==================== lc2k_regfile_sb
File: config.mk
export PLATFORM = sky130hd
export DESIGN_NAME = lc2k_regfile_sb
export DESIGN_NICKNAME = d
export VERILOG_FILES = /design/src/rtl/lc2k_regfile_sb.sv
export SDC_FILE = /design/constraint.sdc
export NUM_CORES = 1
export LEC_CHECK = 0
export CORE_MARGIN = 5
export CORE_UTILIZATION = 55
export CTS_BUF_LIST = sky130_fd_sc_hd__clkbuf_8
export CTS_CLUSTER_SIZE = 10
export DETAILED_ROUTE_END_ITERATION = 12
export HOLD_SLACK_MARGIN = 0.06
export PLACE_DENSITY = 0.79
export SLEW_MARGIN = 30
export SYNTH_ARGS = -nofsm -noshare
export SYNTH_HDL_FRONTEND = slang
export SYNTH_SLANG_ARGS = --single-unit
File: constraint.sdc
create_clock -name Clk -period 2.75 [get_ports Clk]
set_clock_uncertainty 0.05 [all_clocks]
set_input_delay 0.55 -clock Clk [delete_from_list [all_inputs] [get_ports Clk]]
set_output_delay 0.55 -clock Clk [all_outputs]
set_load 0.03 [all_outputs]
File: src/rtl/lc2k_regfile_sb.sv
// LC2K register file with a per-register pending scoreboard.
// Two registered read ports, one write-back port, one reserve port.
module lc2k_regfile_sb #(
  parameter int DATA_W   = 32,
  parameter int NUM_REGS = 8,
  parameter int ZERO_REG = 1,
  localparam int ADDR_W  = (NUM_REGS > 2) ? $clog2(NUM_REGS) : 1
) (
  input  logic              Clk,
  input  logic              Rst_n,
  input  logic              rd_en,
  input  logic [ADDR_W-1:0] rd_addr_a,
  input  logic [ADDR_W-1:0] rd_addr_b,
  output logic [DATA_W-1:0] rd_data_a,
  output logic [DATA_W-1:0] rd_data_b,
  output logic              rd_busy_a,
  output logic              rd_busy_b,
  output logic              rd_valid,
  input  logic              wr_en,
  input  logic [ADDR_W-1:0] wr_addr,
  input  logic [DATA_W-1:0] wr_data,
  input  logic              rsv_en,
  input  logic [ADDR_W-1:0] rsv_addr,
  output logic              err_rsv
);

  logic [DATA_W-1:0]   regs_q [NUM_REGS];
  logic [DATA_W-1:0]   regs_d [NUM_REGS];
  logic [NUM_REGS-1:0] pend_q, pend_d, pend_clr;
  logic [DATA_W-1:0]   data_a_q, data_a_d;
  logic [DATA_W-1:0]   data_b_q, data_b_d;
  logic                busy_a_q, busy_a_d;
  logic                busy_b_q, busy_b_d;
  logic                valid_q, valid_d;
  logic                err_q, err_d;
  logic                wr_ok, rsv_ok;

  // Live = in range and not the hardwired zero register.
  function automatic logic live(input logic [ADDR_W-1:0] a);
    live = (int'(a) < NUM_REGS) && !((ZERO_REG != 0) && (a == '0));
  endfunction

  function automatic logic [DATA_W-1:0] rd_val(
    input logic [ADDR_W-1:0] a
  );
    rd_val = '0;
    if (live(a)) begin
      if (wr_ok && (wr_addr == a)) rd_val = wr_data;
      else                         rd_val = regs_q[a];
    end
  endfunction

  function automatic logic rd_bsy(input logic [ADDR_W-1:0] a);
    rd_bsy = 1'b0;
    if (live(a)) rd_bsy = pend_clr[a];
  endfunction

  always_comb begin
    wr_ok    = wr_en && live(wr_addr);
    rsv_ok   = rsv_en && live(rsv_addr);
    regs_d   = regs_q;
    pend_clr = pend_q;
    if (wr_ok) begin
      regs_d[wr_addr]   = wr_data;
      pend_clr[wr_addr] = 1'b0;
    end
    pend_d = pend_clr;
    if (rsv_ok) pend_d[rsv_addr] = 1'b1;
    err_d = err_q | (rsv_ok && pend_clr[rsv_addr]);
    valid_d  = rd_en;
    data_a_d = data_a_q;
    data_b_d = data_b_q;
    busy_a_d = busy_a_q;
    busy_b_d = busy_b_q;
    if (rd_en) begin
      data_a_d = rd_val(rd_addr_a);
      data_b_d = rd_val(rd_addr_b);
      busy_a_d = rd_bsy(rd_addr_a);
      busy_b_d = rd_bsy(rd_addr_b);
    end
  end

  always_ff @(posedge Clk) begin
    if (!Rst_n) begin
      regs_q   <= '{default: '0};
      pend_q   <= '0;
      data_a_q <= '0;
      data_b_q <= '0;
      busy_a_q <= 1'b0;
      busy_b_q <= 1'b0;
      valid_q  <= 1'b0;
      err_q    <= 1'b0;
    end else begin
      regs_q   <= regs_d;
      pend_q   <= pend_d;
      data_a_q <= data_a_d;
      data_b_q <= data_b_d;
      busy_a_q <= busy_a_d;
      busy_b_q <= busy_b_d;
      valid_q  <= valid_d;
      err_q    <= err_d;
    end
  end

  assign rd_data_a = data_a_q;
  assign rd_data_b = data_b_q;
  assign rd_busy_a = busy_a_q;
  assign rd_busy_b = busy_b_q;
  assign rd_valid  = valid_q;
  assign err_rsv   = err_q;

endmodule
==================== multitap_subchannel
<file path="src/rtl/gps_track_pkg.sv">
// Shared tracking-loop definitions: width defaults and the saturation limits
// used by the correlators and the loop-filter blocks.
package gps_track_pkg;

  localparam int DEFAULT_DATA_WIDTH  = 3;
  localparam int DEFAULT_ACC_WIDTH   = 19;
  localparam int DEFAULT_NUM_TAPS    = 3;
  localparam int DEFAULT_TAP_SPACING = 1;
  localparam int DEFAULT_COUNT_WIDTH = 16;

  // Largest value representable in a signed field of the given width.
  function automatic longint sat_max(input int width);
    return (longint'(1) <<< (width - 1)) - longint'(1);
  endfunction

  // Most negative value representable in a signed field of the given width.
  function automatic longint sat_min(input int width);
    return -(longint'(1) <<< (width - 1));
  endfunction

endpackage

</file>
<file path="src/rtl/multitap_subchannel_correlator_tap.sv">
// One correlator tap: saturating accumulate of +/-data with a sticky overflow
// flag, latched into the result registers and cleared on dump.
module correlator_tap
  import gps_track_pkg::*;
#(
  parameter int DATA_WIDTH = DEFAULT_DATA_WIDTH,
  parameter int ACC_WIDTH  = DEFAULT_ACC_WIDTH
) (
  input  logic                         clk,
  input  logic                         reset,
  input  logic                         sample_valid,
  input  logic                         dump,
  input  logic                         code_bit,
  input  logic signed [DATA_WIDTH-1:0] data,
  output logic signed [ACC_WIDTH-1:0]  acc,
  output logic signed [ACC_WIDTH-1:0]  result,
  output logic                         result_sat
);

  localparam logic signed [ACC_WIDTH:0] ACC_MAX = (ACC_WIDTH+1)'(sat_max(ACC_WIDTH));
  localparam logic signed [ACC_WIDTH:0] ACC_MIN = (ACC_WIDTH+1)'(sat_min(ACC_WIDTH));

  logic signed [ACC_WIDTH-1:0] acc_q, acc_d, result_q, result_d, acc_new;
  logic                        sat_q, sat_d, result_sat_q, result_sat_d, sat_new;
  logic signed [DATA_WIDTH:0]  prod;
  logic signed [ACC_WIDTH:0]   sum;

  always_comb begin
    // One extra bit so that negating the most negative sample cannot wrap.
    prod = code_bit ? $signed({data[DATA_WIDTH-1], data})
                    : -$signed({data[DATA_WIDTH-1], data});
    sum  = $signed({acc_q[ACC_WIDTH-1], acc_q})
         + $signed({{(ACC_WIDTH-DATA_WIDTH){prod[DATA_WIDTH]}}, prod});

    acc_new = acc_q;
    sat_new = sat_q;
    if (sample_valid) begin
      if (sum > ACC_MAX) begin
        acc_new = ACC_MAX[ACC_WIDTH-1:0];
        sat_new = 1'b1;
      end else if (sum < ACC_MIN) begin
        acc_new = ACC_MIN[ACC_WIDTH-1:0];
        sat_new = 1'b1;
      end else begin
        acc_new = sum[ACC_WIDTH-1:0];
      end
    end

    acc_d        = acc_new;
    sat_d        = sat_new;
    result_d     = result_q;
    result_sat_d = result_sat_q;
    if (dump) begin
      result_d     = acc_new;
      result_sat_d = sat_new;
      acc_d        = '0;
      sat_d        = 1'b0;
    end
  end

  always_ff @(posedge clk) begin
    if (reset) begin
      acc_q        <= '0;
      sat_q        <= 1'b0;
      result_q     <= '0;
      result_sat_q <= 1'b0;
    end else begin
      acc_q        <= acc_d;
      sat_q        <= sat_d;
      result_q     <= result_d;
      result_sat_q <= result_sat_d;
    end
  end

  assign acc        = acc_q;
  assign result     = result_q;
  assign result_sat = result_sat_q;

endmodule

</file>
<file path="src/rtl/multitap_subchannel.sv">
// Multi-tap tracking correlator: code delay line, sample counter and input
// pipeline stage feeding NUM_TAPS saturating correlator taps.
module multitap_subchannel
  import gps_track_pkg::*;
#(
  parameter int DATA_WIDTH  = DEFAULT_DATA_WIDTH,
  parameter int ACC_WIDTH   = DEFAULT_ACC_WIDTH,
  parameter int NUM_TAPS    = DEFAULT_NUM_TAPS,
  parameter int TAP_SPACING = DEFAULT_TAP_SPACING,
  parameter int COUNT_WIDTH = DEFAULT_COUNT_WIDTH
) (
  input  logic                            clk,
  input  logic                            reset,
  input  logic                            sample_valid,
  input  logic signed [DATA_WIDTH-1:0]    data,
  input  logic                            ca_bit,
  input  logic                            dump,
  output logic [NUM_TAPS*ACC_WIDTH-1:0]   accumulator,
  output logic [NUM_TAPS*ACC_WIDTH-1:0]   result,
  output logic [NUM_TAPS-1:0]             result_sat,
  output logic [COUNT_WIDTH-1:0]          result_count,
  output logic                            result_valid
);

  localparam int LINE_LEN = (NUM_TAPS - 1) * TAP_SPACING + 1;
  localparam int HIST_W   = (LINE_LEN > 1) ? LINE_LEN - 1 : 1;

  // Past code bits only; the current ca_bit is spliced in as element 0.
  logic [HIST_W-1:0]           hist_q, hist_d;
  logic [HIST_W:0]             line_full;
  logic [NUM_TAPS-1:0]         code_q, code_d;
  logic                        s1_valid_q, s1_dump_q;
  logic signed [DATA_WIDTH-1:0] s1_data_q;
  logic [COUNT_WIDTH-1:0]      count_q, count_d, count_inc;
  logic [COUNT_WIDTH-1:0]      result_count_q, result_count_d;
  logic                        result_valid_q;

  assign line_full = {hist_q, ca_bit};

  genvar gi;
  generate
    for (gi = 0; gi < NUM_TAPS; gi++) begin : g_tap
      assign code_d[gi] = line_full[gi*TAP_SPACING];

      correlator_tap #(
        .DATA_WIDTH (DATA_WIDTH),
        .ACC_WIDTH  (ACC_WIDTH)
      ) u_tap (
        .clk          (clk),
        .reset        (reset),
        .sample_valid (s1_valid_q),
        .dump         (s1_dump_q),
        .code_bit     (code_q[gi]),
        .data         (s1_data_q),
        .acc          (accumulator[gi*ACC_WIDTH +: ACC_WIDTH]),
        .result       (result[gi*ACC_WIDTH +: ACC_WIDTH]),
        .result_sat   (result_sat[gi])
      );
    end
  endgenerate

  always_comb begin
    hist_d         = sample_valid ? line_full[HIST_W-1:0] : hist_q;
    count_inc      = (&count_q) ? count_q : count_q + 1'b1;
    count_d        = s1_valid_q ? count_inc : count_q;
    result_count_d = result_count_q;
    // A sample arriving with the dump belongs to the closing period.
    if (s1_dump_q) begin
      result_count_d = count_d;
      count_d        = '0;
    end
  end

  always_ff @(posedge clk) begin
    if (reset) begin
      hist_q         <= '0;
      code_q         <= '0;
      s1_valid_q     <= 1'b0;
      s1_dump_q      <= 1'b0;
      s1_data_q      <= '0;
      count_q        <= '0;
      result_count_q <= '0;
      result_valid_q <= 1'b0;
    end else begin
      hist_q         <= hist_d;
      code_q         <= code_d;
      s1_valid_q     <= sample_valid;
      s1_dump_q      <= dump;
      s1_data_q      <= data;
      count_q        <= count_d;
      result_count_q <= result_count_d;
      result_valid_q <= s1_dump_q;
    end
  end

  assign result_count = result_count_q;
  assign result_valid = result_valid_q;

endmodule

</file>
<file path="config.mk">
export PLATFORM = sky130hd
export DESIGN_NAME = multitap_subchannel
export DESIGN_NICKNAME = d
export VERILOG_FILES = /design/src/rtl/gps_track_pkg.sv /design/src/rtl/multitap_subchannel_correlator_tap.sv /design/src/rtl/multitap_subchannel.sv
export SDC_FILE = /design/constraint.sdc
export NUM_CORES = 1
export LEC_CHECK = 0
export ABC_AREA = 0
export CORE_MARGIN = 5
export CORE_UTILIZATION = 45
export DETAILED_ROUTE_END_ITERATION = 8
export PLACE_DENSITY = 0.68
export SLEW_MARGIN = 20
export SYNTH_ARGS = -nofsm -noshare
export SYNTH_HDL_FRONTEND = slang
export SYNTH_SLANG_ARGS = --single-unit
</file>
<file path="constraint.sdc">
create_clock -name clk -period 4.9 [get_ports clk]
set_input_delay 0.98 -clock clk [delete_from_list [all_inputs] [get_ports clk]]
set_output_delay 0.98 -clock clk [all_outputs]
set_load 0.05 [all_outputs]
</file>
lc2k_regfile_sb/clocks.png
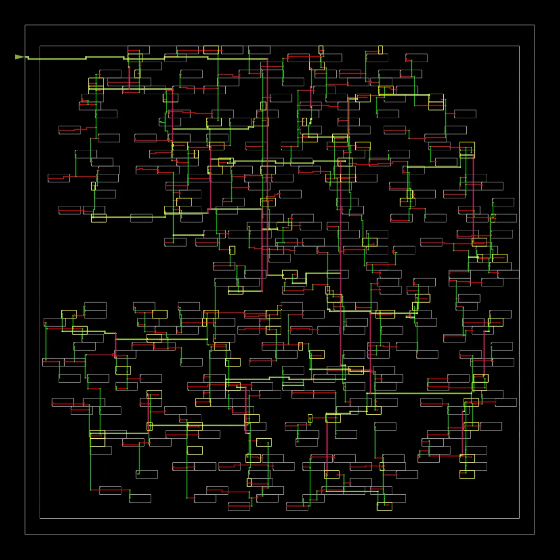
power dissipated in the clock network: 4.16 mW
number of flip-flops and latches: 299
Insertion Delay late pin: 590 ps

==> run notes, lc2k_regfile_sb <==
Quick summary of the implementation run below.

The flow ran to the end, and the final reports show no timing, DRC or antenna violations. The sequential cells in the finished layout cover a total of around 6000 um^2. The path type of the worst setup path is reg -> out. According to the hold report, the worst path is of the in -> reg type. The number of tap instances came out at between 300 and 400. The total routing resource utilization after global routing is 30.9%. From the final report, the count of setup violators was given as 0. Global routing finished with a remaining overflow of 0. The top cell type by total area after synthesis is dfxtp_1.

The overall power is slightly above 10 mW. In this run switching power makes up between 20% and 30% of total power. The main area contributors are dfxtp_1, nand2_1, a21boi_1, o221ai_1, a221o_1. The finished layout cell area came out at approximately 17000 um^2. The met2 routing resource usage after global routing came out at between 40% and 50%. The fraction of power consumed by sequential logic came out at a little under half. The final weighted congestion in routability-driven placement came out at 0.895. The end-of-flow core utilization is approximately two thirds.

The post-placement cell area is ~16000 um^2. Among all stages on the critical path, the maximum delay recorded is roughly 700 ps. The aoi/oai-family share of the synthesized area is a little under a third. Once the clock tree was built, the setup fixing pass inserted 0 buffers. Looking at the reg2reg group, the worst path ends at rd_data_a[21]. The worst vdd rail ir drop is just under 400 uV. The length in cells of the worst reg-to-reg path came out at 4.

Including well taps, the total number of placed cells is ~2000. The number of antenna violations at the first check in global routing is 0. The combinational logic power came out at around 1.4 mW. The post-route clock period utilization came out at a little under nine tenths. The post-layout net count is around 1800. The share of flip-flops with an asynchronous set or reset is 0%. The number of cells in Yosys stat is roughly 1700. The sequential power came out at between 4 and 5 mW.
multitap_subchannel/sizes.png
Bar = 50 um.
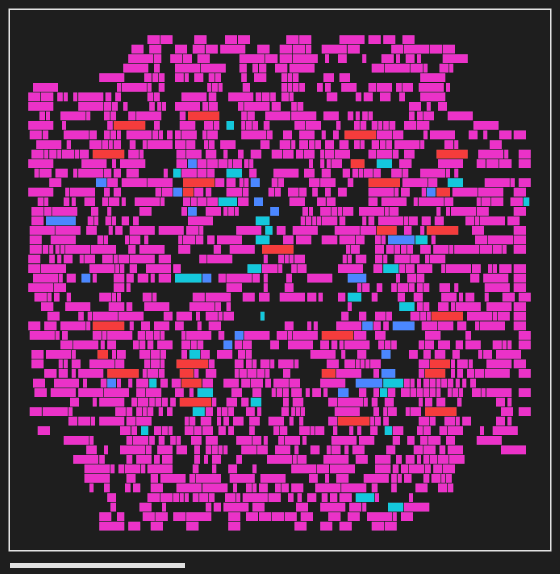
colour	size	cells	share
magenta	_0 and _1 cells	1180	94%
cyan	_2 cells	28	2.2%
blue	_3 and _4 cells	22	1.8%
red	_6 and larger	27	2.1%
post-route worst setup slack: 697 ps
final instance area: 11500 um^2
Signal buffers: 151
Area growth syn-to-layout: 23.0%

==> run notes, multitap_subchannel <==
Quick summary of the implementation run below.

The core utilization before placement is a little under half. The logic gate fraction of the total cell area came out at between 40% and 50%. The sum of routed wire length over all layers came out at approximately 27000 um. The minimum hold slack is ~460 ps. The cell at the root of the clock tree is clkbuf_16. The distinct cell type count after synthesis is 74.

In the final layout, the share of cells above drive strength 1 is slightly above 6%. TritonRoute output was used to compute an average wire per cell of between 15 and 20 um. The worst register-to-register path ends at g_tap[1].u_tap.result[12].

The final weighted congestion in routability-driven placement came out at around 0.93. Detailed routing inserted a total of just under 9000 vias. The type recorded for the worst min-delay path is reg -> reg. For this run, the number of standard cells in the final layout without fillers is 1527. Port buffering added between 100 and 150 buffers. The number of non-clock inverters came out at 25.

For reference, the critical path cell chain is nor2_1, nor3_1, a21o_1, ha_1, and3_1, and3_1, a211oi_2, a211o_1, a211oi_2, a2bb2oi_2, and2_1, o21bai_1, a311oi_1. The worst setup path is captured at a register. The number of standard cells after synthesis came out at between 1000 and 1500. The most common logic cells in the final layout are nor2_1, dfxtp_1, clkdlybuf4s50_1. Per the final report, the share of cell area in clock cells is under 10%.

Per the cell usage report, the commonest logic cell in the layout is nor2_1. The launch point of the worst register-to-register path is recorded as s1_data_q[0]. The proportion of power drawn by the clock network came out at 35.2%. The overall power is roughly 3.8 mW.

Counting the clock-network buffers in the layout gives 17. The flow ran to the end, and the final reports show no timing, DRC or antenna violations. Checking max transition, the worst relative margin is about two fifths.

Setup repair after global routing left no endpoint under its margin. The warning total across the stage logs came out at 26. The post-route clock skew came out at 14.8 ps.


==> screenshots <==
The metal 2 layer.
Cells faint in the background.
picture 1
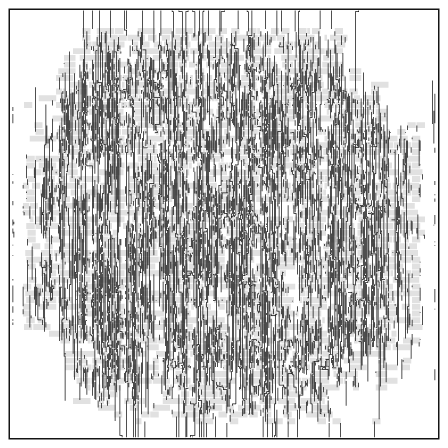
picture 2
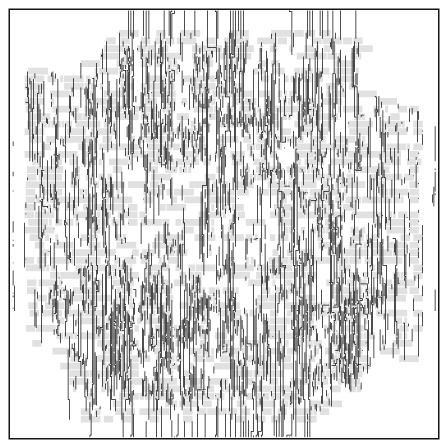
For multitap_subchannel, see picture 2.
For lc2k_regfile_sb, see picture 1.

Power figures rest on the tool's default switching activity, not on a simulated workload.
